# force_release_bank

force_release_bank, met1 routing:
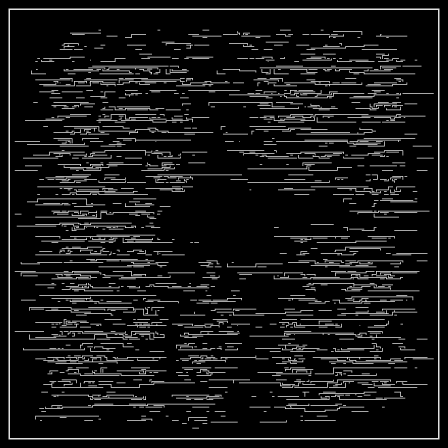

## src/rtl/force_release_pkg.sv

```systemverilog
// Shared types and constants for the force/release override bank.
package force_release_pkg;

  typedef enum logic [1:0] {
    ST_NORMAL = 2'd0,
    ST_FORCED = 2'd1,
    ST_HELD   = 2'd2
  } fr_state_t;

  localparam logic REL_NET = 1'b0;
  localparam logic REL_REG = 1'b1;

endpackage

```

## src/rtl/force_release_channel.sv

```systemverilog
// One override channel: source shadow, registered output and NORMAL/FORCED/HELD state.
module force_release_channel
  import force_release_pkg::*;
#(
  parameter int               WIDTH       = 8,
  parameter logic [WIDTH-1:0] RESET_VALUE = '0
) (
  input  logic             clk,
  input  logic             reset,
  input  logic [WIDTH-1:0] drv_data,
  input  logic             drv_valid,
  input  logic             force_en,
  input  logic [WIDTH-1:0] force_data,
  input  logic             release_req,
  input  logic             release_mode,
  output logic [WIDTH-1:0] out_data,
  output logic             forced,
  output logic             held,
  output logic             enter_forced
);

  fr_state_t        state_q, state_d;
  logic [WIDTH-1:0] out_q, out_d;
  logic [WIDTH-1:0] src_q, src_d;

  always_comb begin
    state_d      = state_q;
    out_d        = out_q;
    src_d        = drv_valid ? drv_data : src_q;
    enter_forced = 1'b0;
    unique case (state_q)
      ST_NORMAL: begin
        if (force_en) begin
          state_d      = ST_FORCED;
          out_d        = force_data;
          enter_forced = 1'b1;
        end else if (drv_valid) begin
          out_d = drv_data;
        end
      end
      ST_FORCED: begin
        // Dropping force_en alone keeps the channel forced; only release_req leaves.
        if (force_en) begin
          out_d = force_data;
        end else if (release_req) begin
          if (release_mode == REL_REG) begin
            state_d = ST_HELD;
          end else begin
            state_d = ST_NORMAL;
            out_d   = drv_valid ? drv_data : src_q;
          end
        end
      end
      ST_HELD: begin
        if (force_en) begin
          state_d      = ST_FORCED;
          out_d        = force_data;
          enter_forced = 1'b1;
        end else if (drv_valid) begin
          state_d = ST_NORMAL;
          out_d   = drv_data;
        end
      end
      default: begin
        state_d = ST_NORMAL;
        out_d   = src_q;
      end
    endcase
  end

  always_ff @(posedge clk) begin
    if (reset) begin
      state_q <= ST_NORMAL;
      out_q   <= RESET_VALUE;
      src_q   <= RESET_VALUE;
    end else begin
      state_q <= state_d;
      out_q   <= out_d;
      src_q   <= src_d;
    end
  end

  assign out_data = out_q;
  assign forced   = (state_q == ST_FORCED);
  assign held     = (state_q == ST_HELD);

endmodule

```

## src/rtl/force_release_bank.sv

```systemverilog
// Bank of debug override channels with a saturating count of force entries.
module force_release_bank
  import force_release_pkg::*;
#(
  parameter int               CHANNELS    = 4,
  parameter int               WIDTH       = 8,
  parameter logic [WIDTH-1:0] RESET_VALUE = '0,
  parameter int               CNT_W       = 8
) (
  input  logic                      clk,
  input  logic                      reset,
  input  logic [CHANNELS*WIDTH-1:0] drv_data,
  input  logic [CHANNELS-1:0]       drv_valid,
  input  logic [CHANNELS-1:0]       force_en,
  input  logic [CHANNELS*WIDTH-1:0] force_data,
  input  logic [CHANNELS-1:0]       release_req,
  input  logic [CHANNELS-1:0]       release_mode,
  input  logic                      cnt_clr,
  output logic [CHANNELS*WIDTH-1:0] out_data,
  output logic [CHANNELS-1:0]       forced_status,
  output logic [CHANNELS-1:0]       held_status,
  output logic [CNT_W-1:0]          force_events
);

  localparam int PC_W  = $clog2(CHANNELS + 1);
  localparam int SUM_W = CNT_W + PC_W;
  localparam logic [SUM_W-1:0] CNT_MAX = SUM_W'({CNT_W{1'b1}});

  logic [CHANNELS-1:0] enter_forced;
  logic [PC_W-1:0]     enter_cnt;
  logic [CNT_W-1:0]    cnt_q, cnt_d;

  function automatic logic [CNT_W-1:0] sat_add(input logic [CNT_W-1:0] a,
                                               input logic [PC_W-1:0]  b);
    logic [SUM_W-1:0] s;
    s = SUM_W'(a) + SUM_W'(b);
    if (s > CNT_MAX) return CNT_MAX[CNT_W-1:0];
    return s[CNT_W-1:0];
  endfunction

  for (genvar g = 0; g < CHANNELS; g++) begin : g_ch
    force_release_channel #(
      .WIDTH       (WIDTH),
      .RESET_VALUE (RESET_VALUE)
    ) u_ch (
      .clk          (clk),
      .reset        (reset),
      .drv_data     (drv_data[g*WIDTH +: WIDTH]),
      .drv_valid    (drv_valid[g]),
      .force_en     (force_en[g]),
      .force_data   (force_data[g*WIDTH +: WIDTH]),
      .release_req  (release_req[g]),
      .release_mode (release_mode[g]),
      .out_data     (out_data[g*WIDTH +: WIDTH]),
      .forced       (forced_status[g]),
      .held         (held_status[g]),
      .enter_forced (enter_forced[g])
    );
  end

  always_comb begin
    enter_cnt = '0;
    for (int i = 0; i < CHANNELS; i++) begin
      enter_cnt = enter_cnt + PC_W'(enter_forced[i]);
    end
    cnt_d = cnt_clr ? '0 : sat_add(cnt_q, enter_cnt);
  end

  always_ff @(posedge clk) begin
    if (reset) cnt_q <= '0;
    else       cnt_q <= cnt_d;
  end

  assign force_events = cnt_q;

endmodule
```

## config.mk

```make
export PLATFORM = sky130hd
export DESIGN_NAME = force_release_bank
export DESIGN_NICKNAME = d
export VERILOG_FILES = /design/src/rtl/force_release_pkg.sv /design/src/rtl/force_release_channel.sv /design/src/rtl/force_release_bank.sv
export SDC_FILE = /design/constraint.sdc
export NUM_CORES = 1
export LEC_CHECK = 0
export ABC_CLOCK_PERIOD_IN_PS = 8000
export CAP_MARGIN = 20
export CORE_MARGIN = 2
export CORE_UTILIZATION = 51
export DETAILED_ROUTE_END_ITERATION = 10
export GPL_TIMING_DRIVEN = 1
export PLACE_DENSITY = 0.95
export REMOVE_ABC_BUFFERS = 1
export SKIP_CTS_REPAIR_TIMING = 1
export SLEW_MARGIN = 20
export SYNTH_ARGS = -nofsm -noshare
export SYNTH_HDL_FRONTEND = slang
export SYNTH_SLANG_ARGS = --single-unit
```

## constraint.sdc

```tcl
create_clock -name clk -period 8 [get_ports clk]
set_input_delay 1.6 -clock clk [delete_from_list [all_inputs] [get_ports clk]]
set_output_delay 1.6 -clock clk [all_outputs]
set_load 0.05 [all_outputs]
```

# uart_xmt_flat

<file path="config.mk">
export PLATFORM = sky130hd
export DESIGN_NAME = uart_xmt_flat
export DESIGN_NICKNAME = d
export VERILOG_FILES = /design/src/rtl/uart_xmt_if.sv /design/src/rtl/uart_xmt.sv /design/src/flat_wrapper.sv
export SDC_FILE = /design/constraint.sdc
export NUM_CORES = 1
export LEC_CHECK = 0
export CORE_ASPECT_RATIO = 0.8
export CORE_MARGIN = 4
export CORE_UTILIZATION = 25
export CTS_BUF_LIST = sky130_fd_sc_hd__clkbuf_4
export DETAILED_ROUTE_END_ITERATION = 12
export PLACE_DENSITY_LB_ADDON = 0.08
export SYNTH_ARGS = -nofsm -noshare
export SYNTH_HDL_FRONTEND = slang
export SYNTH_SLANG_ARGS = --single-unit
</file>
<file path="constraint.sdc">
create_clock -name sclk -period 2.4 [get_ports sclk]
set_input_delay 0.36 -clock sclk [delete_from_list [all_inputs] [get_ports sclk]]
set_output_delay 0.36 -clock sclk [all_outputs]
set_load 0.02 [all_outputs]
</file>
<file path="src/rtl/uart_xmt_if.sv">
// Transmit-side handshake and line signals for uart_xmt.
// master drives the byte offer; slave is the transmitter.
interface uart_xmt_if #(
  parameter int wordsize = 8
);
  logic [wordsize-1:0] data_in;
  logic                data_valid;
  logic                data_ready;
  logic                serial_out;
  logic                busy;

  modport master (
    output data_in,
    output data_valid,
    input  data_ready,
    input  serial_out,
    input  busy
  );

  modport slave (
    input  data_in,
    input  data_valid,
    output data_ready,
    output serial_out,
    output busy
  );
endinterface

</file>
<file path="src/rtl/uart_xmt.sv">
// Serial UART transmitter: one-byte holding register feeding a shift register, LSB first,
// each bit held samples_per_bit cycles. Define UART_XMT_PARITY_EN to add an even-parity bit.
module uart_xmt #(
  parameter int wordsize        = 8,
  parameter int samples_per_bit = 8
) (
  input  logic      sclk,
  input  logic      reset,
  uart_xmt_if.slave bus
);

  localparam int             SCW     = (samples_per_bit > 1) ? $clog2(samples_per_bit) : 1;
  localparam logic [SCW-1:0] SC_LAST = SCW'(samples_per_bit - 1);
  localparam logic [3:0]     BC_LAST = 4'(wordsize - 1);

  typedef enum logic [2:0] {
    S_IDLE   = 3'd0,
    S_START  = 3'd1,
    S_DATA   = 3'd2,
`ifdef UART_XMT_PARITY_EN
    S_PARITY = 3'd3,
`endif
    S_STOP   = 3'd4
  } state_t;

  state_t              r_state;
  state_t              w_state_next;
  logic [wordsize-1:0] r_hold_reg;
  logic                r_hold_full;
  logic                w_hold_full_next;
  logic [wordsize-1:0] r_xmt_shftreg;
  logic [wordsize-1:0] w_shftreg_next;
  logic [wordsize-1:0] w_shifted;
  logic [SCW-1:0]      r_sample_counter;
  logic [SCW-1:0]      w_sample_counter_next;
  logic [3:0]          r_bit_counter;
  logic [3:0]          w_bit_counter_next;
  logic                r_serial_out;
  logic                w_serial_out_next;
  logic                w_boundary;
  logic                w_accept;
  logic                w_load;
`ifdef UART_XMT_PARITY_EN
  logic                r_parity;
`endif

  assign w_boundary = (r_sample_counter == SC_LAST);
  assign w_accept   = bus.data_valid && !r_hold_full;
  assign w_shifted  = r_xmt_shftreg >> 1;

  assign bus.data_ready = ~r_hold_full;
  assign bus.serial_out = r_serial_out;
  assign bus.busy       = (r_state != S_IDLE);

  always_ff @(posedge sclk or negedge reset) begin
    if (!reset) begin
      r_state <= S_IDLE;
    end else begin
      r_state <= w_state_next;
    end
  end

  always_comb begin
    w_state_next          = r_state;
    w_shftreg_next        = r_xmt_shftreg;
    w_hold_full_next      = r_hold_full;
    w_sample_counter_next = w_boundary ? '0 : r_sample_counter + 1'b1;
    w_bit_counter_next    = r_bit_counter;
    w_serial_out_next     = r_serial_out;
    w_load                = 1'b0;

    case (r_state)
      S_IDLE: begin
        w_serial_out_next     = 1'b1;
        w_sample_counter_next = '0;
        if (r_hold_full) begin
          w_load             = 1'b1;
          w_state_next       = S_START;
          w_bit_counter_next = '0;
          w_serial_out_next  = 1'b0;
        end
      end
      S_START: begin
        if (w_boundary) begin
          w_state_next      = S_DATA;
          w_serial_out_next = r_xmt_shftreg[0];
        end
      end
      S_DATA: begin
        if (w_boundary) begin
          w_shftreg_next     = w_shifted;
          w_bit_counter_next = r_bit_counter + 4'd1;
          if (r_bit_counter == BC_LAST) begin
`ifdef UART_XMT_PARITY_EN
            w_state_next      = S_PARITY;
            w_serial_out_next = r_parity;
`else
            w_state_next      = S_STOP;
            w_serial_out_next = 1'b1;
`endif
          end else begin
            w_serial_out_next = w_shifted[0];
          end
        end
      end
`ifdef UART_XMT_PARITY_EN
      S_PARITY: begin
        if (w_boundary) begin
          w_state_next      = S_STOP;
          w_serial_out_next = 1'b1;
        end
      end
`endif
      S_STOP: begin
        w_serial_out_next = 1'b1;
        if (w_boundary) begin
          // a waiting byte starts immediately so consecutive frames have no idle gap
          if (r_hold_full) begin
            w_load             = 1'b1;
            w_state_next       = S_START;
            w_bit_counter_next = '0;
            w_serial_out_next  = 1'b0;
          end else begin
            w_state_next = S_IDLE;
          end
        end
      end
      default: begin
        w_state_next          = S_IDLE;
        w_serial_out_next     = 1'b1;
        w_sample_counter_next = '0;
        w_bit_counter_next    = '0;
      end
    endcase

    if (w_load) begin
      w_shftreg_next   = r_hold_reg;
      w_hold_full_next = 1'b0;
    end
    // accept and load are exclusive: load needs a full holding register, accept an empty one
    if (w_accept) begin
      w_hold_full_next = 1'b1;
    end
  end

  always_ff @(posedge sclk or negedge reset) begin
    if (!reset) begin
      r_hold_reg       <= '0;
      r_hold_full      <= 1'b0;
      r_xmt_shftreg    <= '0;
      r_sample_counter <= '0;
      r_bit_counter    <= '0;
      r_serial_out     <= 1'b1;
    end else begin
      if (w_accept) begin
        r_hold_reg <= bus.data_in;
      end
      r_hold_full      <= w_hold_full_next;
      r_xmt_shftreg    <= w_shftreg_next;
      r_sample_counter <= w_sample_counter_next;
      r_bit_counter    <= w_bit_counter_next;
      r_serial_out     <= w_serial_out_next;
    end
  end

`ifdef UART_XMT_PARITY_EN
  always_ff @(posedge sclk or negedge reset) begin
    if (!reset) begin
      r_parity <= 1'b0;
    end else if (w_load) begin
      r_parity <= ^r_hold_reg;
    end
  end
`endif

endmodule
</file>
<file path="src/flat_wrapper.sv">
// flat-port wrapper written by rule: the top's interface ports become plain ports
module uart_xmt_flat 
#(
  parameter int wordsize        = 8,
  parameter int samples_per_bit = 8
)
  (sclk, reset, bus_data_in, bus_data_valid, bus_data_ready, bus_serial_out, bus_busy);
  uart_xmt_if #(.wordsize(wordsize)) bus_i ();
  input  logic sclk;
  input  logic reset;
  input wire logic [$bits(bus_i.data_in)-1:0] bus_data_in;
  input wire logic [$bits(bus_i.data_valid)-1:0] bus_data_valid;
  output wire logic [$bits(bus_i.data_ready)-1:0] bus_data_ready;
  output wire logic [$bits(bus_i.serial_out)-1:0] bus_serial_out;
  output wire logic [$bits(bus_i.busy)-1:0] bus_busy;
  assign bus_i.data_in = bus_data_in;
  assign bus_i.data_valid = bus_data_valid;
  assign bus_data_ready = bus_i.data_ready;
  assign bus_serial_out = bus_i.serial_out;
  assign bus_busy = bus_i.busy;
  uart_xmt #(.wordsize(wordsize), .samples_per_bit(samples_per_bit)) u_core (.sclk(sclk), .reset(reset), .bus(bus_i));
endmodule
</file>
uart_xmt_flat, M3 wires:
Scale bar: 20 um. Cells faint in the background.
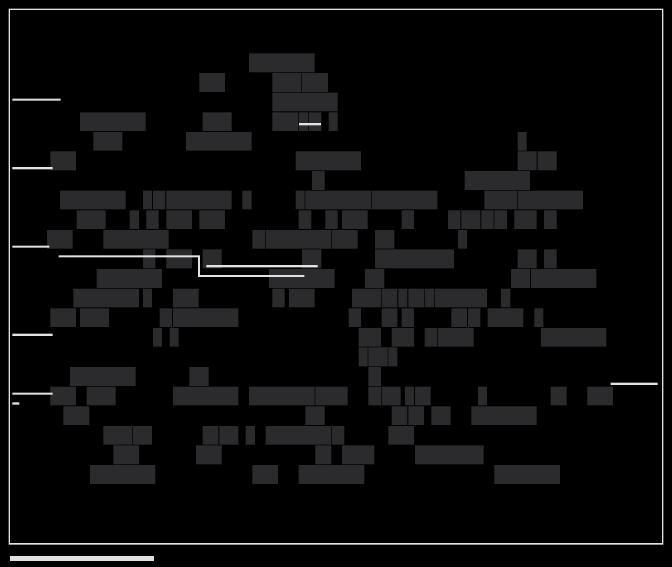
share of all routed wire: 3.3%
longest straight run: 19.3 um
DR vias: 922
Routed WL: 2.649 mm

==> changes_impl.md, uart_xmt_flat <==
## Implementation

* Most frequent cells in the layout: 27 x dfrtp_1, 13 x nor2_1, 13 x clkdlybuf4s50_1, 12 x a21oi_1
* Number of CTS-inserted buffers at 3
* Mapped Cells at 123
* Comb/total area at 37.36%
* Synth cell types at 34
* Final Non-Filler Cells at 197
* WL per Instance at between 10 and 15 um
* Antenna viol nets, final at 0
* Fp util at 26.55%
* Floorplan Nets at 137
* Total power draw at 1.585 mW
* R2r worst-path depth at 6
* Reg2reg setup slack at 0.37 ns
* Status: complete, no violations
* Mapped Area at 0.001360 sq mm
* F_max at 0.4521 GHz
* Worst rel slew slack at between 50% and 60%
* Total grt overflow at 0
* Fillers at 553
* Final instance area at roughly 0.0016 sq mm
* Peak supply drop at 353.2 uV
* Hold slack at 0.3722 ns
* Grt met3 use at 2.730%
* Die ar. at ~0.0067 sq mm
* Logic Gate Count at 84
* Worst R2R End: u_core.r_xmt_shftreg[0]
* R2R Path Start: u_core.r_sample_counter[0]
* Late-Pin Clk Latency at 0.33 ns
uart_xmt_flat: cells in the mapped netlist, drive strengths merged:
master,number,share of area [%]
a21boi,1,0.83
nor3b,2,1.1
inv,4,1.1
and3b,1,0.64
buf,6,3.5
nand3,3,1.1
o32ai,1,0.64
and2b,1,0.55
ha,3,2.8
a21oi,12,4.4
a211oi,1,0.55
o21ai,7,2.6
a31oi,3,1.4
clkbuf,1,0.28
o211ai,1,0.55
mux2i,7,5.2
nor2,13,3.6
o22ai,1,1.5
dfrtp,27,50
nand2b,5,3.6
nor2b,3,1.4
or3,1,0.46
o21a,1,0.55
nor3,1,0.37
nand2,3,0.83
dfstp,1,1.9
o31ai,3,1.7
or2,1,0.46
or4,2,1.1
mux2,7,5.8
uart_xmt_flat: power groups by stage:
stage | logic, mW | clock network (mW) | registers [mW]
2_1_floorplan | 0.396 | 0 | 0.748
3_3_place_gp | 0.486 | 0 | 0.791
3_5_place_dp | 0.493 | 0 | 0.793
4_1_cts | 0.494 | 0.338 | 0.782
5_1_grt | 0.541 | 0.357 | 0.805
6_report | 0.484 | 0.321 | 0.780
force_release_bank, M3 wires:
Scale bar: 20 um. Cells faint in the background.
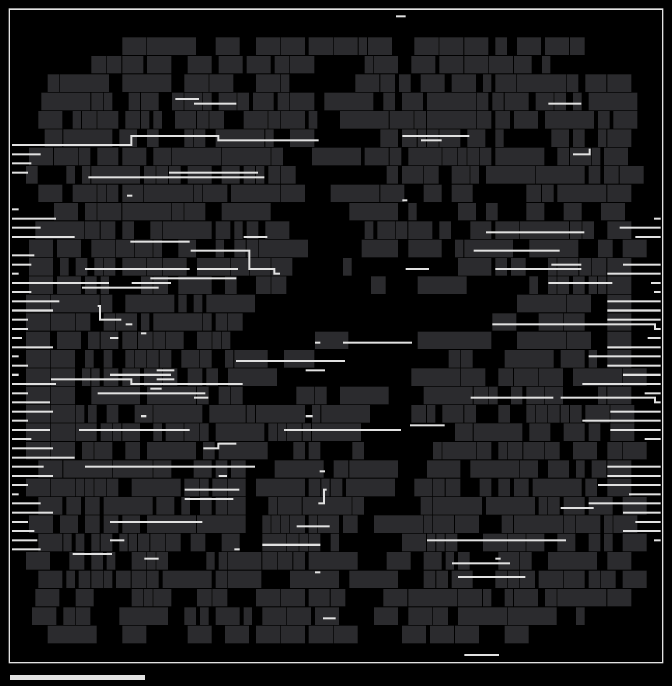
share of all routed wire: 7.5%
main direction: horizontal
DR vias: 4,430
grt met3 use: 3.957%
Routed WL: 12.03 mm

force_release_bank, M4 wires:
Scale bar: 20 um.
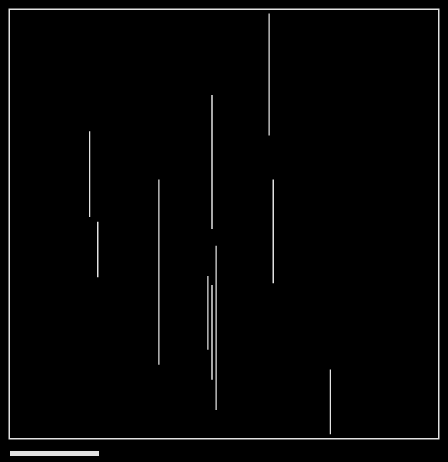
longest straight run: 41.5 um
wire length on this layer: 241 um
main direction: vertical

Notes on 'met1 routing' of force_release_bank above:
nets with wire on the layer: 645
main direction: horizontal
wire length on this layer: 4,880 um
share of all routed wire: 41%
longest straight run: 26.2 um
met1 GRT Util: 31.77%

==> changes_impl.md, force_release_bank <==
## Implementation

* Status: complete, no violations
* Core Box Area at roughly 0.0083 sq mm
* H-tree depth at 3
* Met2 Resource Use GR at approximately 44%
* Reg2reg setup slack at 5.03 ns
* Top pwr grp: registers
* F_max at ~0.24 GHz
* Antenna viol nets, final at 0
* CTS Sinks at around 80
* Final Non-Filler Cells at 752
* Vias per inst at 5.891
* GR peak layer: met2
* Initial antenna violation count at 0
* Commonest Layout Cell: clkdlybuf4s50_1
* Setup TNS at 0 ns
* Switching pwr at roughly 0.34 mW
* Top cells by count: 80 x dfxtp_1, 73 x a21oi_1, 59 x nand2_1
## force_release_bank: critical path, cell delays in order
cell,delay (ns)
clkdlybuf4s50_1,0.45
buf_4,0.29
nand2b_1,0.13
fa_1,0.50
fa_1,0.45
inv_1,0.08
fa_1,0.26
nand4_1,0.17
nor4bb_1,0.31
nor3_1,0.08
## force_release_bank: state kept, by name, summed over array words and instances, names as in the netlist
name,flops
g_ch.u_ch.out_data,32
g_ch.u_ch.src_q,32
force_events,8
g_ch.u_ch.state_q,8
## force_release_bank: how the worst max path moves through the flow
stage | start | endpoint | slack [ns]
6_report | force_en[0] | force_events[6] | 3.91
5_1_grt | force_en[0] | force_events[6] | 3.73
4_1_cts | force_en[0] | force_events[6] | 3.93
3_5_place_dp | force_en[0] | force_events[6] | 3.55
3_3_place_gp | force_en[0] | force_events[6] | 3.64
2_1_floorplan | force_en[0] | force_events[6] | 4.53
## force_release_bank: layout make-up
class	instances	area (sq um)	area share, %
multi-input combinational	404	2439	42.32
sequential	80	1602	27.80
timing repair buffer	134	1334	23.15
clock buffer	12	155.1	2.693
tap	105	131.4	2.280
clock inverter	4	52.55	0.9121
inverter	13	48.80	0.8469

# state_word_packer

state_word_packer, M3 wires:
Scale bar: 50 um. Cells faint in the background.
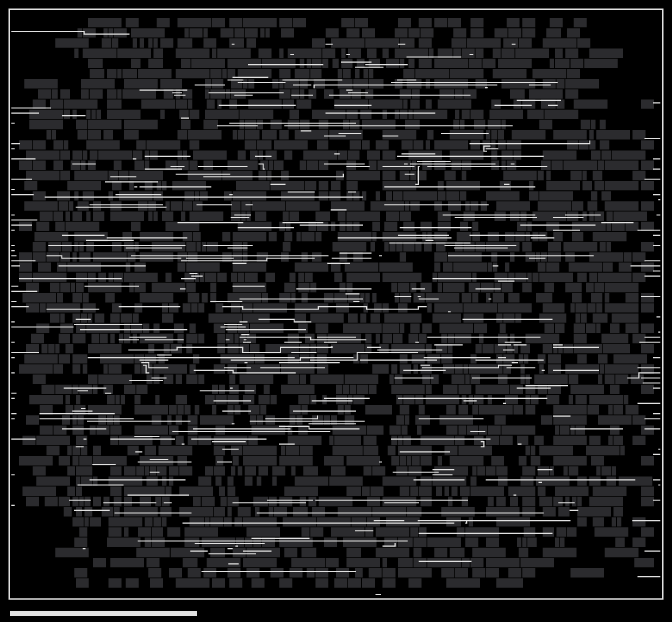

`src/rtl/state_pkg.sv`:
```
// Shared types and placement helper for the word-serial state packer family.
// Latency: none (types, constants and a pure function only).
// Backpressure: not applicable.
//
// Contents:
//   DEF_BYTE_W / DEF_NUM_WORDS : default state geometry (8-bit bytes, 4x4 state)
//   MAX_*                      : upper bounds on geometry supported by place_word
//   pack_mode_t                : column-word or row-word block interpretation
//   out_st_t                   : output-stage occupancy (empty / full / full+pending)
//   place_word()               : returns a state with one word inserted at index idx
package state_pkg;

    localparam int DEF_BYTE_W    = 8;
    localparam int DEF_NUM_WORDS = 4;

    // place_word works on fixed maximum-size vectors so one function serves
    // every geometry; callers zero-extend into it and truncate the result.
    localparam int MAX_BYTE_W   = 16;
    localparam int MAX_WORDS    = 8;
    localparam int MAX_WORD_W   = MAX_BYTE_W * MAX_WORDS;
    localparam int MAX_STATE_W  = MAX_WORDS * MAX_WORD_W;
    localparam int MAX_SIDX_W   = $clog2(MAX_STATE_W);
    localparam int MAX_WIDX_W   = $clog2(MAX_WORD_W);

    typedef enum logic {
        MODE_COL = 1'b0,
        MODE_ROW = 1'b1
    } pack_mode_t;

    typedef enum logic [1:0] {
        OS_EMPTY = 2'd0,
        OS_FULL  = 2'd1,
        OS_PEND  = 2'd2
    } out_st_t;

    // Column mode: word idx is state column idx.
    // Row mode:    byte c of word idx lands at (row idx, column c).
    // byte_w / num_words are elaboration constants at every call site, so the
    // loop bounds collapse to the real geometry in synthesis.
    function automatic logic [MAX_STATE_W-1:0] place_word(
        input logic [MAX_STATE_W-1:0] state,
        input logic [MAX_WORD_W-1:0]  word,
        input int unsigned            idx,
        input pack_mode_t             mode,
        input int unsigned            byte_w,
        input int unsigned            num_words
    );
        logic [MAX_STATE_W-1:0] res;
        int unsigned            word_w;
        int unsigned            dst;
        int unsigned            src;
        res    = state;
        word_w = byte_w * num_words;
        for (int unsigned c = 0; c < MAX_WORDS; c++) begin
            for (int unsigned k = 0; k < MAX_BYTE_W; k++) begin
                if ((c < num_words) && (k < byte_w)) begin
                    src = c * byte_w + k;
                    if (mode == MODE_COL) begin
                        dst = idx * word_w + c * byte_w + k;
                    end else begin
                        dst = (c * num_words + idx) * byte_w + k;
                    end
                    if (dst < MAX_STATE_W) begin
                        res[MAX_SIDX_W'(dst)] = word[MAX_WIDX_W'(src)];
                    end
                end
            end
        end
        return res;
    endfunction

endpackage

```
`src/rtl/state_out_reg.sv`:
```
// Output register with one block of pending storage behind it, valid/ready out.
// Latency: a block offered on blk_vld is visible on out_state the next cycle when the register is free.
// Backpressure: a block arriving while the register is held becomes pending (pend=1) until the next out handshake.
//
// Ports:
//   clk, rst_n  : clock, asynchronous active-low reset
//   clear       : synchronous abort, drops pending block and output valid
//   blk_vld     : a completed block (blk_dat) is offered this cycle
//   blk_dat     : the completed block
//   buf_dat     : caller-owned storage holding the pending block while pend=1
//   pend        : a block is waiting in buf_dat; caller must not offer another
//   out_valid / out_ready / out_state : downstream stream
module state_out_reg
    import state_pkg::*;
#(
    parameter int STATE_W = 128
) (
    input  logic               clk,
    input  logic               rst_n,
    input  logic               clear,
    input  logic               blk_vld,
    input  logic [STATE_W-1:0] blk_dat,
    input  logic [STATE_W-1:0] buf_dat,
    output logic               pend,
    output logic               out_valid,
    input  logic               out_ready,
    output logic [STATE_W-1:0] out_state
);

    out_st_t            st_q;
    out_st_t            st_d;
    logic               out_fire;
    logic               load_new;
    logic               load_buf;
    logic [STATE_W-1:0] out_q;

    // State register
    always_ff @(posedge clk or negedge rst_n) begin
        if (!rst_n) begin
            st_q <= OS_EMPTY;
        end else begin
            st_q <= st_d;
        end
    end

    // Next state
    always_comb begin
        st_d = st_q;
        if (clear) begin
            st_d = OS_EMPTY;
        end else begin
            case (st_q)
                OS_EMPTY: begin
                    if (blk_vld) st_d = OS_FULL;
                end
                OS_FULL: begin
                    // A handshake in the completion cycle frees the register
                    // for the new block directly.
                    if (blk_vld) begin
                        st_d = out_fire ? OS_FULL : OS_PEND;
                    end else if (out_fire) begin
                        st_d = OS_EMPTY;
                    end
                end
                OS_PEND: begin
                    if (out_fire) st_d = OS_FULL;
                end
                default: st_d = OS_EMPTY;
            endcase
        end
    end

    // Outputs and register load strobes
    always_comb begin
        out_valid = (st_q != OS_EMPTY);
        pend      = (st_q == OS_PEND);
        out_fire  = out_valid & out_ready;
        load_new  = 1'b0;
        load_buf  = 1'b0;
        if (!clear) begin
            load_buf = (st_q == OS_PEND) & out_fire;
            load_new = blk_vld & ((st_q == OS_EMPTY) | ((st_q == OS_FULL) & out_fire));
        end
    end

    // Output data is never cleared except by reset; it holds after a drain.
    always_ff @(posedge clk or negedge rst_n) begin
        if (!rst_n) begin
            out_q <= '0;
        end else if (load_buf) begin
            out_q <= buf_dat;
        end else if (load_new) begin
            out_q <= blk_dat;
        end
    end

    assign out_state = out_q;

endmodule

```
`src/rtl/state_word_packer.sv`:
```
// Word-serial AES state assembler: NUM_WORDS words in, one packed row- or column-ordered state out.
// Latency: state valid 1 cycle after the last word is accepted; one word per cycle sustained.
// Backpressure: one complete block is buffered; in_ready drops only while that block waits for the output.
//
// Optional feature: define STATE_PACK_CNT_EN to add blk_cnt, a saturating
// 16-bit count of output handshakes (reset 0, cleared by clear).
//
// Ports:
//   clk, rst_n : clock, asynchronous active-low reset
//   clear      : synchronous abort of partial block, pending block and output valid
//   in_mode    : 0 = column words, 1 = row words; sampled with word 0 only
//   in_valid / in_ready / in_word     : word input stream
//   out_valid / out_ready / out_state : packed state stream;
//                column c at [c*WORD_W +: WORD_W], row r at [r*BYTE_W +: BYTE_W] within it
//   blk_cnt    : (STATE_PACK_CNT_EN only) delivered-state count
module state_word_packer
    import state_pkg::*;
#(
    parameter int BYTE_W    = DEF_BYTE_W,
    parameter int NUM_WORDS = DEF_NUM_WORDS,
    parameter int WORD_W    = NUM_WORDS * BYTE_W,
    parameter int STATE_W   = NUM_WORDS * WORD_W
) (
    input  logic               clk,
    input  logic               rst_n,
    input  logic               clear,
    input  logic               in_mode,
    input  logic               in_valid,
    output logic               in_ready,
    input  logic [WORD_W-1:0]  in_word,
    output logic               out_valid,
    input  logic               out_ready,
    output logic [STATE_W-1:0] out_state
`ifdef STATE_PACK_CNT_EN
    ,
    output logic [15:0]        blk_cnt
`endif
);

    localparam int IDX_W = (NUM_WORDS > 1) ? $clog2(NUM_WORDS) : 1;
    localparam logic [IDX_W-1:0] LAST_IDX = IDX_W'(NUM_WORDS - 1);

    // WORD_W and STATE_W are derived; overriding them breaks the placement map.
    if (WORD_W != NUM_WORDS * BYTE_W) begin : g_bad_word_w
        $error("state_word_packer: WORD_W must equal NUM_WORDS*BYTE_W");
    end
    if (STATE_W != NUM_WORDS * WORD_W) begin : g_bad_state_w
        $error("state_word_packer: STATE_W must equal NUM_WORDS*WORD_W");
    end
    if ((NUM_WORDS > MAX_WORDS) || (BYTE_W > MAX_BYTE_W)) begin : g_too_big
        $error("state_word_packer: geometry exceeds state_pkg limits");
    end

    logic [IDX_W-1:0]   idx_q;
    pack_mode_t         mode_q;
    pack_mode_t         cur_mode;
    logic [STATE_W-1:0] asm_q;
    logic [STATE_W-1:0] placed;
    logic               accept;
    logic               last_word;
    logic               blk_vld;
    logic               pend;

    // in_ready depends on registered state only.
    assign in_ready  = ~pend;
    assign accept    = in_valid & in_ready & ~clear;
    assign last_word = (idx_q == LAST_IDX);
    assign blk_vld   = accept & last_word;

    // Word 0 takes the live mode; later words follow the latched one.
    assign cur_mode = (idx_q == '0) ? pack_mode_t'(in_mode) : mode_q;

    assign placed = STATE_W'(place_word(MAX_STATE_W'(asm_q), MAX_WORD_W'(in_word),
                                        32'(idx_q), cur_mode, BYTE_W, NUM_WORDS));

    // The assembly buffer doubles as the pending block store: once the last
    // word lands it holds the full state, and no word is accepted until the
    // output stage has taken it.
    always_ff @(posedge clk or negedge rst_n) begin
        if (!rst_n) begin
            idx_q  <= '0;
            mode_q <= MODE_COL;
            asm_q  <= '0;
        end else if (clear) begin
            idx_q  <= '0;
        end else if (accept) begin
            asm_q  <= placed;
            idx_q  <= last_word ? '0 : idx_q + 1'b1;
            if (idx_q == '0) begin
                mode_q <= cur_mode;
            end
        end
    end

    state_out_reg #(
        .STATE_W (STATE_W)
    ) u_out (
        .clk       (clk),
        .rst_n     (rst_n),
        .clear     (clear),
        .blk_vld   (blk_vld),
        .blk_dat   (placed),
        .buf_dat   (asm_q),
        .pend      (pend),
        .out_valid (out_valid),
        .out_ready (out_ready),
        .out_state (out_state)
    );

`ifdef STATE_PACK_CNT_EN
    always_ff @(posedge clk or negedge rst_n) begin
        if (!rst_n) begin
            blk_cnt <= '0;
        end else if (clear) begin
            blk_cnt <= '0;
        end else if (out_valid && out_ready && (blk_cnt != 16'hFFFF)) begin
            blk_cnt <= blk_cnt + 16'd1;
        end
    end
`endif

endmodule
```
`config.mk`:
```
export PLATFORM = sky130hd
export DESIGN_NAME = state_word_packer
export DESIGN_NICKNAME = d
export VERILOG_FILES = /design/src/rtl/state_pkg.sv /design/src/rtl/state_out_reg.sv /design/src/rtl/state_word_packer.sv
export SDC_FILE = /design/constraint.sdc
export NUM_CORES = 1
export LEC_CHECK = 0
export ABC_AREA = 0
export CAP_MARGIN = 40
export CORE_ASPECT_RATIO = 0.9
export CORE_MARGIN = 2
export CORE_UTILIZATION = 57
export CTS_BUF_LIST = sky130_fd_sc_hd__clkbuf_16
export DETAILED_ROUTE_END_ITERATION = 10
export GPL_ROUTABILITY_DRIVEN = 0
export PLACE_DENSITY_LB_ADDON = 0.1
export REMOVE_ABC_BUFFERS = 1
export SETUP_SLACK_MARGIN = 0.02
export SYNTH_ARGS = -nofsm -noshare
export SYNTH_HDL_FRONTEND = slang
export SYNTH_SLANG_ARGS = --single-unit
```
`constraint.sdc`:
```
create_clock -name clk -period 4.1 [get_ports clk]
set_input_delay 0.82 -clock clk [delete_from_list [all_inputs] [get_ports clk]]
set_output_delay 0.82 -clock clk [all_outputs]
set_load 0.02 [all_outputs]
```
# ddr_rd_master

[config.mk]
export PLATFORM = sky130hd
export DESIGN_NAME = ddr_rd_master
export DESIGN_NICKNAME = d
export VERILOG_FILES = /design/src/rtl/ddr_bw_pkg.sv /design/src/rtl/rd_pattern_chk.sv /design/src/rtl/ddr_rd_master.sv
export SDC_FILE = /design/constraint.sdc
export NUM_CORES = 1
export LEC_CHECK = 0
export ABC_AREA = 1
export CAP_MARGIN = 10
export CELL_PAD_IN_SITES_DETAIL_PLACEMENT = 1
export CELL_PAD_IN_SITES_GLOBAL_PLACEMENT = 2
export CORE_MARGIN = 2
export CORE_UTILIZATION = 22
export DETAILED_ROUTE_END_ITERATION = 10
export GPL_ROUTABILITY_DRIVEN = 0
export PLACE_DENSITY = 0.86
export SLEW_MARGIN = 20
export SYNTH_ARGS = -nofsm -noshare
export SYNTH_HDL_FRONTEND = slang
export SYNTH_SLANG_ARGS = --single-unit
[constraint.sdc]
create_clock -name clk -period 3.7 [get_ports clk]
set_input_delay 0.74 -clock clk [delete_from_list [all_inputs] [get_ports clk]]
set_output_delay 0.74 -clock clk [all_outputs]
set_load 0.03 [all_outputs]
[src/rtl/ddr_bw_pkg.sv]
// Shared types and constants for the DDR bandwidth-test read path.
package ddr_bw_pkg;

    typedef enum logic [1:0] {
        IDLE_ST = 2'd0,
        ADDR_ST = 2'd1,
        DATA_ST = 2'd2
    } state_t;

    localparam logic [1:0] BURST_INCR = 2'b01;
    localparam logic [1:0] RESP_OKAY  = 2'b00;
    localparam logic [2:0] SIZE_8B    = 3'b011;
    localparam logic [3:0] AR_CACHE   = 4'b0011;

    localparam int unsigned ERR_W        = 4;
    localparam int unsigned ERR_4K_BIT   = 0;
    localparam int unsigned ERR_LAST_BIT = 1;
    localparam int unsigned ERR_RESP_BIT = 2;
    localparam int unsigned ERR_BUSY_BIT = 3;

    localparam int unsigned PAGE_BYTES = 4096;
    localparam int unsigned BEAT_BYTES = 8;

    // Requests longer than the largest supported burst are clamped.
    function automatic logic [31:0] clamp_len(input logic [31:0] len, input logic [31:0] max_beats);
        return (len > max_beats) ? max_beats : len;
    endfunction

endpackage

[src/rtl/rd_pattern_chk.sv]
// Compares each accepted R beat with its own byte address and counts mismatches (saturating).
module rd_pattern_chk #(
    parameter int unsigned DATA_W = 64
) (
    input  logic              clk,
    input  logic              rstn,
    input  logic              clr,
    input  logic              load,
    input  logic [31:0]       base_addr,
    input  logic              beat,
    input  logic [DATA_W-1:0] rdata,
    output logic [31:0]       mismatch_cnt
);
    import ddr_bw_pkg::*;

    logic [31:0]       exp_addr;
    logic [DATA_W-1:0] exp_data_c;
    logic              miss_c;

    always_comb begin
        exp_data_c = DATA_W'(exp_addr);
        miss_c     = beat && (rdata != exp_data_c);
    end

    always_ff @(posedge clk) begin
        if (!rstn) begin
            exp_addr     <= '0;
            mismatch_cnt <= '0;
        end else begin
            if (load) begin
                exp_addr <= base_addr;
            end else if (beat) begin
                exp_addr <= exp_addr + 32'(BEAT_BYTES);
            end
            if (clr) begin
                mismatch_cnt <= '0;
            end else if (miss_c && (mismatch_cnt != 32'hFFFF_FFFF)) begin
                mismatch_cnt <= mismatch_cnt + 32'd1;
            end
        end
    end

endmodule

[src/rtl/ddr_rd_master.sv]
// Single-burst AXI4 read master for the DDR bandwidth test.
// Optional data checking is enabled by defining DDR_RD_CHECK_EN.
module ddr_rd_master #(
    parameter int unsigned DATA_W    = 64,
    parameter int unsigned MAX_BEATS = 16
) (
    input  logic              clk,
    input  logic              rstn,
    input  logic              RSTART_REG,
    input  logic [31:0]       RADDR_REG,
    input  logic [31:0]       RLENGTH_REG,
    output logic              RIDLE_REG,
    input  logic              CLR_REG,
    output logic [31:0]       BEAT_CNT_REG,
    output logic [3:0]        ERR_REG,
    output logic [31:0]       MISMATCH_REG,
    output logic [31:0]       m_axi_araddr,
    output logic [7:0]        m_axi_arlen,
    output logic [2:0]        m_axi_arsize,
    output logic [1:0]        m_axi_arburst,
    output logic [5:0]        m_axi_arid,
    output logic [3:0]        m_axi_arcache,
    output logic [2:0]        m_axi_arprot,
    output logic              m_axi_arvalid,
    input  logic              m_axi_arready,
    input  logic [DATA_W-1:0] m_axi_rdata,
    input  logic [1:0]        m_axi_rresp,
    input  logic              m_axi_rlast,
    input  logic              m_axi_rvalid,
    output logic              m_axi_rready
);
    import ddr_bw_pkg::*;

    state_t      state;
    logic [31:0] n_q;
    logic [31:0] cnt_q;

    logic [31:0] n_c;
    logic [31:0] addr_c;
    logic [31:0] page_end_c;
    logic [31:0] cnt_next_c;
    logic        cross_c;
    logic        beat_c;
    logic        accept_c;

    assign m_axi_arsize  = SIZE_8B;
    assign m_axi_arburst = BURST_INCR;
    assign m_axi_arid    = 6'd0;
    assign m_axi_arcache = AR_CACHE;
    assign m_axi_arprot  = 3'b000;

    // Request decode: clamp, beat-align, and check the end of the burst against the 4 KB page.
    always_comb begin
        n_c        = clamp_len(RLENGTH_REG, 32'(MAX_BEATS));
        addr_c     = {RADDR_REG[31:3], 3'b000};
        page_end_c = {20'd0, addr_c[11:0]} + (n_c << 3);
        cross_c    = page_end_c > 32'(PAGE_BYTES);
        beat_c     = (state == DATA_ST) && m_axi_rready && m_axi_rvalid;
        accept_c   = (state == IDLE_ST) && RSTART_REG && (n_c != 32'd0) && !cross_c;
        cnt_next_c = cnt_q + 32'd1;
    end

    always_ff @(posedge clk) begin
        if (!rstn) begin
            state         <= IDLE_ST;
            RIDLE_REG     <= 1'b1;
            m_axi_arvalid <= 1'b0;
            m_axi_rready  <= 1'b0;
            m_axi_araddr  <= '0;
            m_axi_arlen   <= '0;
            n_q           <= '0;
            cnt_q         <= '0;
            BEAT_CNT_REG  <= '0;
            ERR_REG       <= '0;
        end else begin
            case (state)
                IDLE_ST: begin
                    if (accept_c) begin
                        state         <= ADDR_ST;
                        RIDLE_REG     <= 1'b0;
                        m_axi_arvalid <= 1'b1;
                        m_axi_araddr  <= addr_c;
                        m_axi_arlen   <= 8'(n_c - 32'd1);
                        n_q           <= n_c;
                    end
                end
                ADDR_ST: begin
                    if (m_axi_arvalid && m_axi_arready) begin
                        state         <= DATA_ST;
                        m_axi_arvalid <= 1'b0;
                        m_axi_rready  <= 1'b1;
                        cnt_q         <= '0;
                    end
                end
                DATA_ST: begin
                    if (beat_c) begin
                        cnt_q <= cnt_next_c;
                        if (m_axi_rlast) begin
                            state        <= IDLE_ST;
                            m_axi_rready <= 1'b0;
                            RIDLE_REG    <= 1'b1;
                        end
                    end
                end
                default: begin
                    state <= IDLE_ST;
                end
            endcase

            // Software-visible counters; clear wins over any same-cycle update.
            if (CLR_REG) begin
                BEAT_CNT_REG <= '0;
                ERR_REG      <= '0;
            end else begin
                if (beat_c) begin
                    BEAT_CNT_REG <= BEAT_CNT_REG + 32'd1;
                end
                if ((state == IDLE_ST) && RSTART_REG && (n_c != 32'd0) && cross_c) begin
                    ERR_REG[ERR_4K_BIT] <= 1'b1;
                end
                if (beat_c && (m_axi_rresp != RESP_OKAY)) begin
                    ERR_REG[ERR_RESP_BIT] <= 1'b1;
                end
                if (beat_c && m_axi_rlast && (cnt_next_c != n_q)) begin
                    ERR_REG[ERR_LAST_BIT] <= 1'b1;
                end
                if (beat_c && !m_axi_rlast && (cnt_next_c >= n_q)) begin
                    ERR_REG[ERR_LAST_BIT] <= 1'b1;
                end
                if (RSTART_REG && (state != IDLE_ST)) begin
                    ERR_REG[ERR_BUSY_BIT] <= 1'b1;
                end
            end
        end
    end

`ifdef DDR_RD_CHECK_EN
    rd_pattern_chk #(
        .DATA_W(DATA_W)
    ) u_chk (
        .clk          (clk),
        .rstn         (rstn),
        .clr          (CLR_REG),
        .load         (accept_c),
        .base_addr    (addr_c),
        .beat         (beat_c),
        .rdata        (m_axi_rdata),
        .mismatch_cnt (MISMATCH_REG)
    );
    logic unused_addr_lsb;
    assign unused_addr_lsb = ^RADDR_REG[2:0];
`else
    assign MISMATCH_REG = '0;
    logic unused_rdata;
    assign unused_rdata = ^{m_axi_rdata, RADDR_REG[2:0]};
`endif

endmodule


==> gallery <==
M4 wires.
Scale bar: 50 um.
panel A
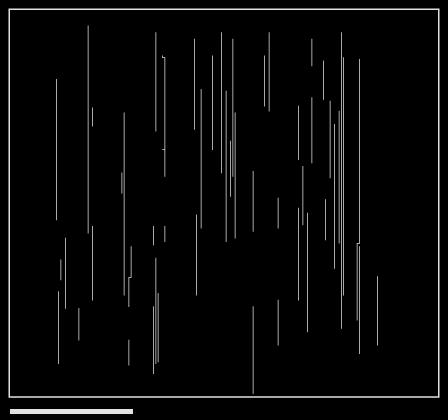
panel B
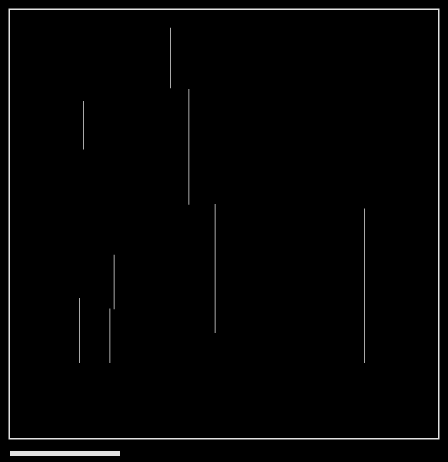
| from | picture |
|---|---|
| state_word_packer | panel A |
| ddr_rd_master | panel B |
The one with the largest die is panel B.

Key to panel A:
longest straight run: 120 um
wire length on this layer: 1,870 um
main direction: vertical

state_word_packer, M2 wires:
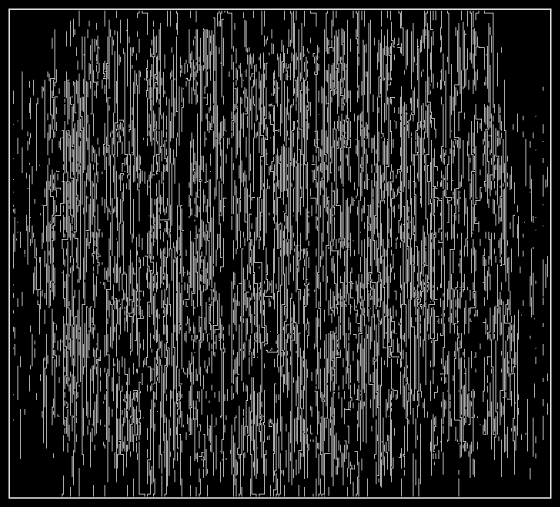
longest straight run: 59.5 um
nets with wire on the layer: 1,397
share of all routed wire: 45%
wire length on this layer: 20.7 mm
main direction: vertical
DR vias: 13.36k
met2 Resource Use GR: 50.69%
Routed WL: 46.40 mm

state_word_packer, track usage over the die:
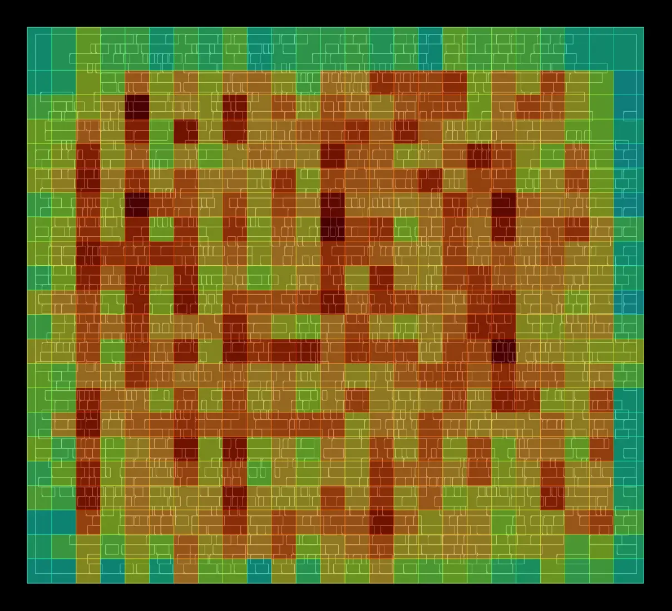
met1 GRT Util: 48.28%
WL per Instance: 23.56 um
Layout Utilization: 67.99%
grt met3 use: 6.667%

## Picture notes: 'M3 wires' of state_word_packer
wire length on this layer: 4,270 um
nets with wire on the layer: 217
longest straight run: 84.6 um

==> changes_impl.md, state_word_packer <==
## Implementation

* Setup ws final at about 0.83 ns
* Logic area at 0.007550 sq mm
* Critical Path End: in_ready
* Status: complete, no violations
* Post-cts resize count at 0
* Synth logic family: AND-OR/OR-AND gates
* Sequential share of the synthesized area at 44.02%
* Comb pwr share at 28.7%
* H-tree depth at 1
* Clock Network Area Fraction at 4.847%
* Nets at 1,641
* Hold slack at 0.3112 ns
* Fp util at 57.38%
* Final instance area at 0.01758 sq mm
* Drt drc at 0
* Non-Clock Inverter Count at 19
* P_clk at roughly 2.4 mW
* Critical-path maximum fanout at 14
* Layout cell share with drive strength beyond 1 at 11.72%
* CP cell instances: nor2b_1 -> buf_4 -> inv_1 -> clkdlybuf4s50_1
* Max stage delay on crit path at a little over 0.7 ns
* Ys cells at 1,513
* Die Height at 157.1 um
* Slowest cell on the critical path: clkdlybuf4s50_1
* Number of CTS-inserted buffers at 29
* Reg clk slew, reported paths at 0.06 ns
* Count leader, synth: dfrtp_1
* Worst slack, placed at 0.8131 ns
* Rows at 56
* Post-DP HPWL at 28.16 mm
* Die ar. at 0.02734 sq mm
* Adder share at less than 1%
* Flop share of the area at 37.20%
* Critical path arrival at around 2.5 ns
* Clk pwr share at 28.4%
* GRT Overall Usage at approximately a third
* Synth Area per Inst at 9.806 sq um
-- state_word_packer: placed cells by master (no fill, tap or decap), types with 12 or more instances in the layout --
master           Yosys  final
a2111oi_0           12     12
a21oi_1             57     57
a221o_1             37     37
a22o_1              29     29
a22oi_1            109    109
a2bb2oi_1           17     17
and3_1              29     29
buf_4               16     31
clkbuf_16            0     29
clkdlybuf4s50_1      0    166
dfrtp_1            261    259
inv_1               17     24
mux2_2              55     55
mux2i_1             48     48
nand2_1            147    147
nand2b_1            64     64
nand3_1             24     22
nor2_1              58     58
nor3_1              29     29
o211ai_1            38     38
o21ai_0             46     46
o21ai_1             20     20
o221ai_1            13     13
o22a_1              27     27
o22ai_1             22     22
o2bb2ai_1           39     39
o31ai_1             37     37
or2_2               13     13
or3_1               14     14
-- state_word_packer: flip-flops by register name, summed over array words and instances, names as in the netlist --
register	cells
mode_q	1
idx_q	2
asm_q	128
u_out.out_state	128
u_out.st_q	2
-- state_word_packer: routing by layer --
metal,part of all wire [%],vias to the layer above,GRT usage [%]
met3,9.2,110,6.667
met2,45,684,50.69
li1,-,5935,-
met4,4.0,0,13.49
met1,42,6626,48.28
met5,0,-,0
ddr_rd_master, track usage over the die:
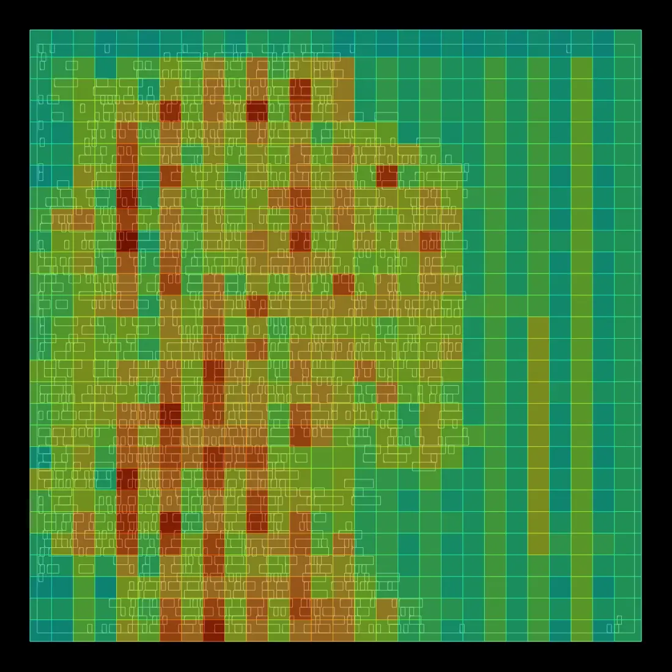
GR peak layer: met2
met1 GRT Util: 16.06%
grt met3 use: 3.019%

==> changes_impl.md, ddr_rd_master <==
## Implementation

* Status: complete, no violations
* Comb pwr share at 18.0%
* Worst slack, placed at -0.6082 ns
* Vias in the first global route at 8,156
* Cell total after placement at around 1.8k
* Fp util at 22.44%
* Largest cells by area: dfxtp_1 35%, nand2_1 11%, ha_1 7.0%
* Cell family with most CP delay: simple AND/OR/NAND/NOR gates
* Min Tclk post-route at 3.621 ns
* Iteration-0 DRC Markers at 258
* Setup Fix Bufs, Post-CTS at 14
* CTS root buffer: clkbuf_16
* Ys Warns at 0
* Int Pwr at 2.823 mW
* CTS Sinks at 142
* Final Setup Violations at 0
* Most frequent cells in the layout: 215 x nand2_1, 142 x dfxtp_1, 137 x nor2_1, 135 x inv_1, 128 x clkdlybuf4s50_1
* Main synth FF type: dfxtp_1
* Ant diodes at 0
[ddr_rd_master: per-layer routing]
layer / vias to the layer above / GRT usage [%] / share of wire, %
met5: - / 0 / 0
met4: 0 / 3.393 / 1.2
met3: 22 / 3.019 / 3.1
met2: 115 / 25.03 / 52
met1: 3769 / 16.06 / 44
li1: 3945 / - / -
[ddr_rd_master: power groups by stage]
stage	logic, mW	registers [mW]	clock network [mW]
after global placement	0.587	1.64	0
after global routing	0.770	1.61	1.78
after floorplan	0.298	1.73	0
after CTS	0.660	1.61	1.71
after detailed placement	0.597	1.64	0
final	0.716	1.61	1.67
[ddr_rd_master: how the worst max path moves through the flow]
stage,start,to,cells after the start
floorplan,RLENGTH_REG[7],m_axi_arlen[1],21
global placement,RLENGTH_REG[1],m_axi_arlen[4],21
detailed placement,RLENGTH_REG[14],m_axi_arlen[3],23
CTS,RLENGTH_REG[8],m_axi_araddr[10],23
global route,RLENGTH_REG[13],m_axi_araddr[12],26
finish,RLENGTH_REG[4],m_axi_araddr[21],21


==> screenshots <==
M2 wires.
shot_01.png
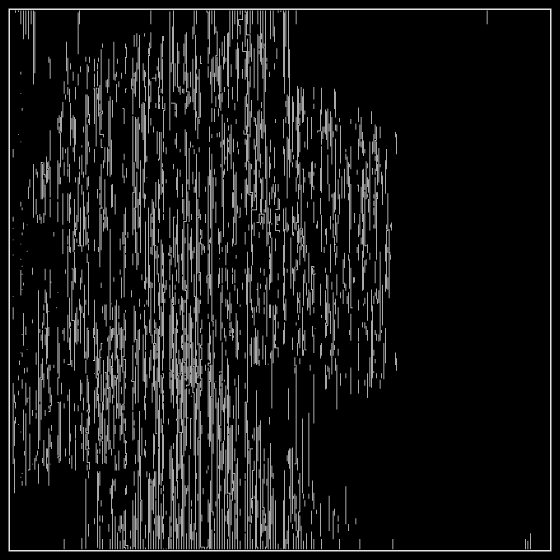
shot_02.png
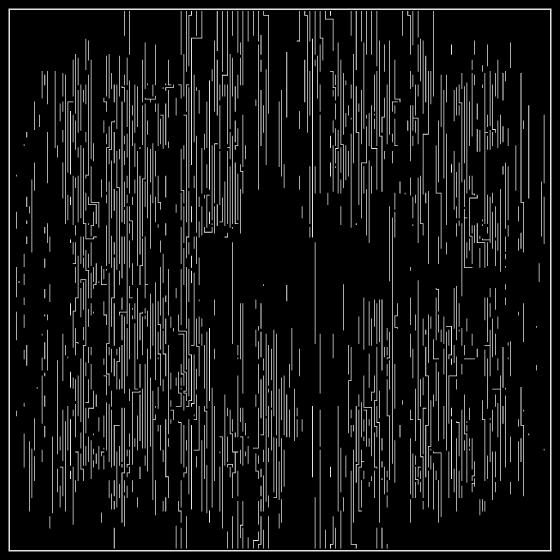
shot_03.png
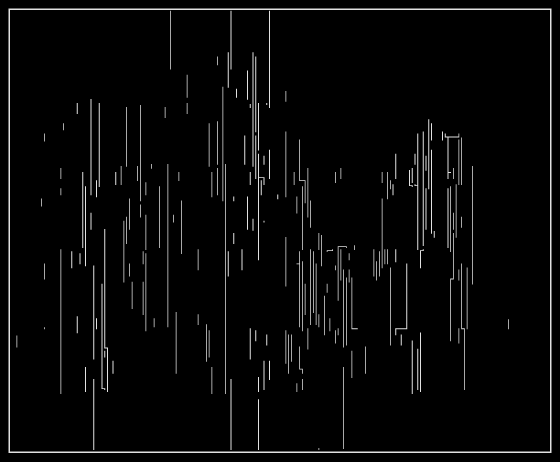
shot_03.png -> uart_xmt_flat
shot_01.png -> ddr_rd_master
shot_02.png -> force_release_bank

Key to shot_03.png:
nets with wire on the layer: 121
wire length on this layer: 1,210 um
share of all routed wire: 46%
main direction: vertical
longest straight run: 38.4 um

Power and IR drop assume default switching activity.
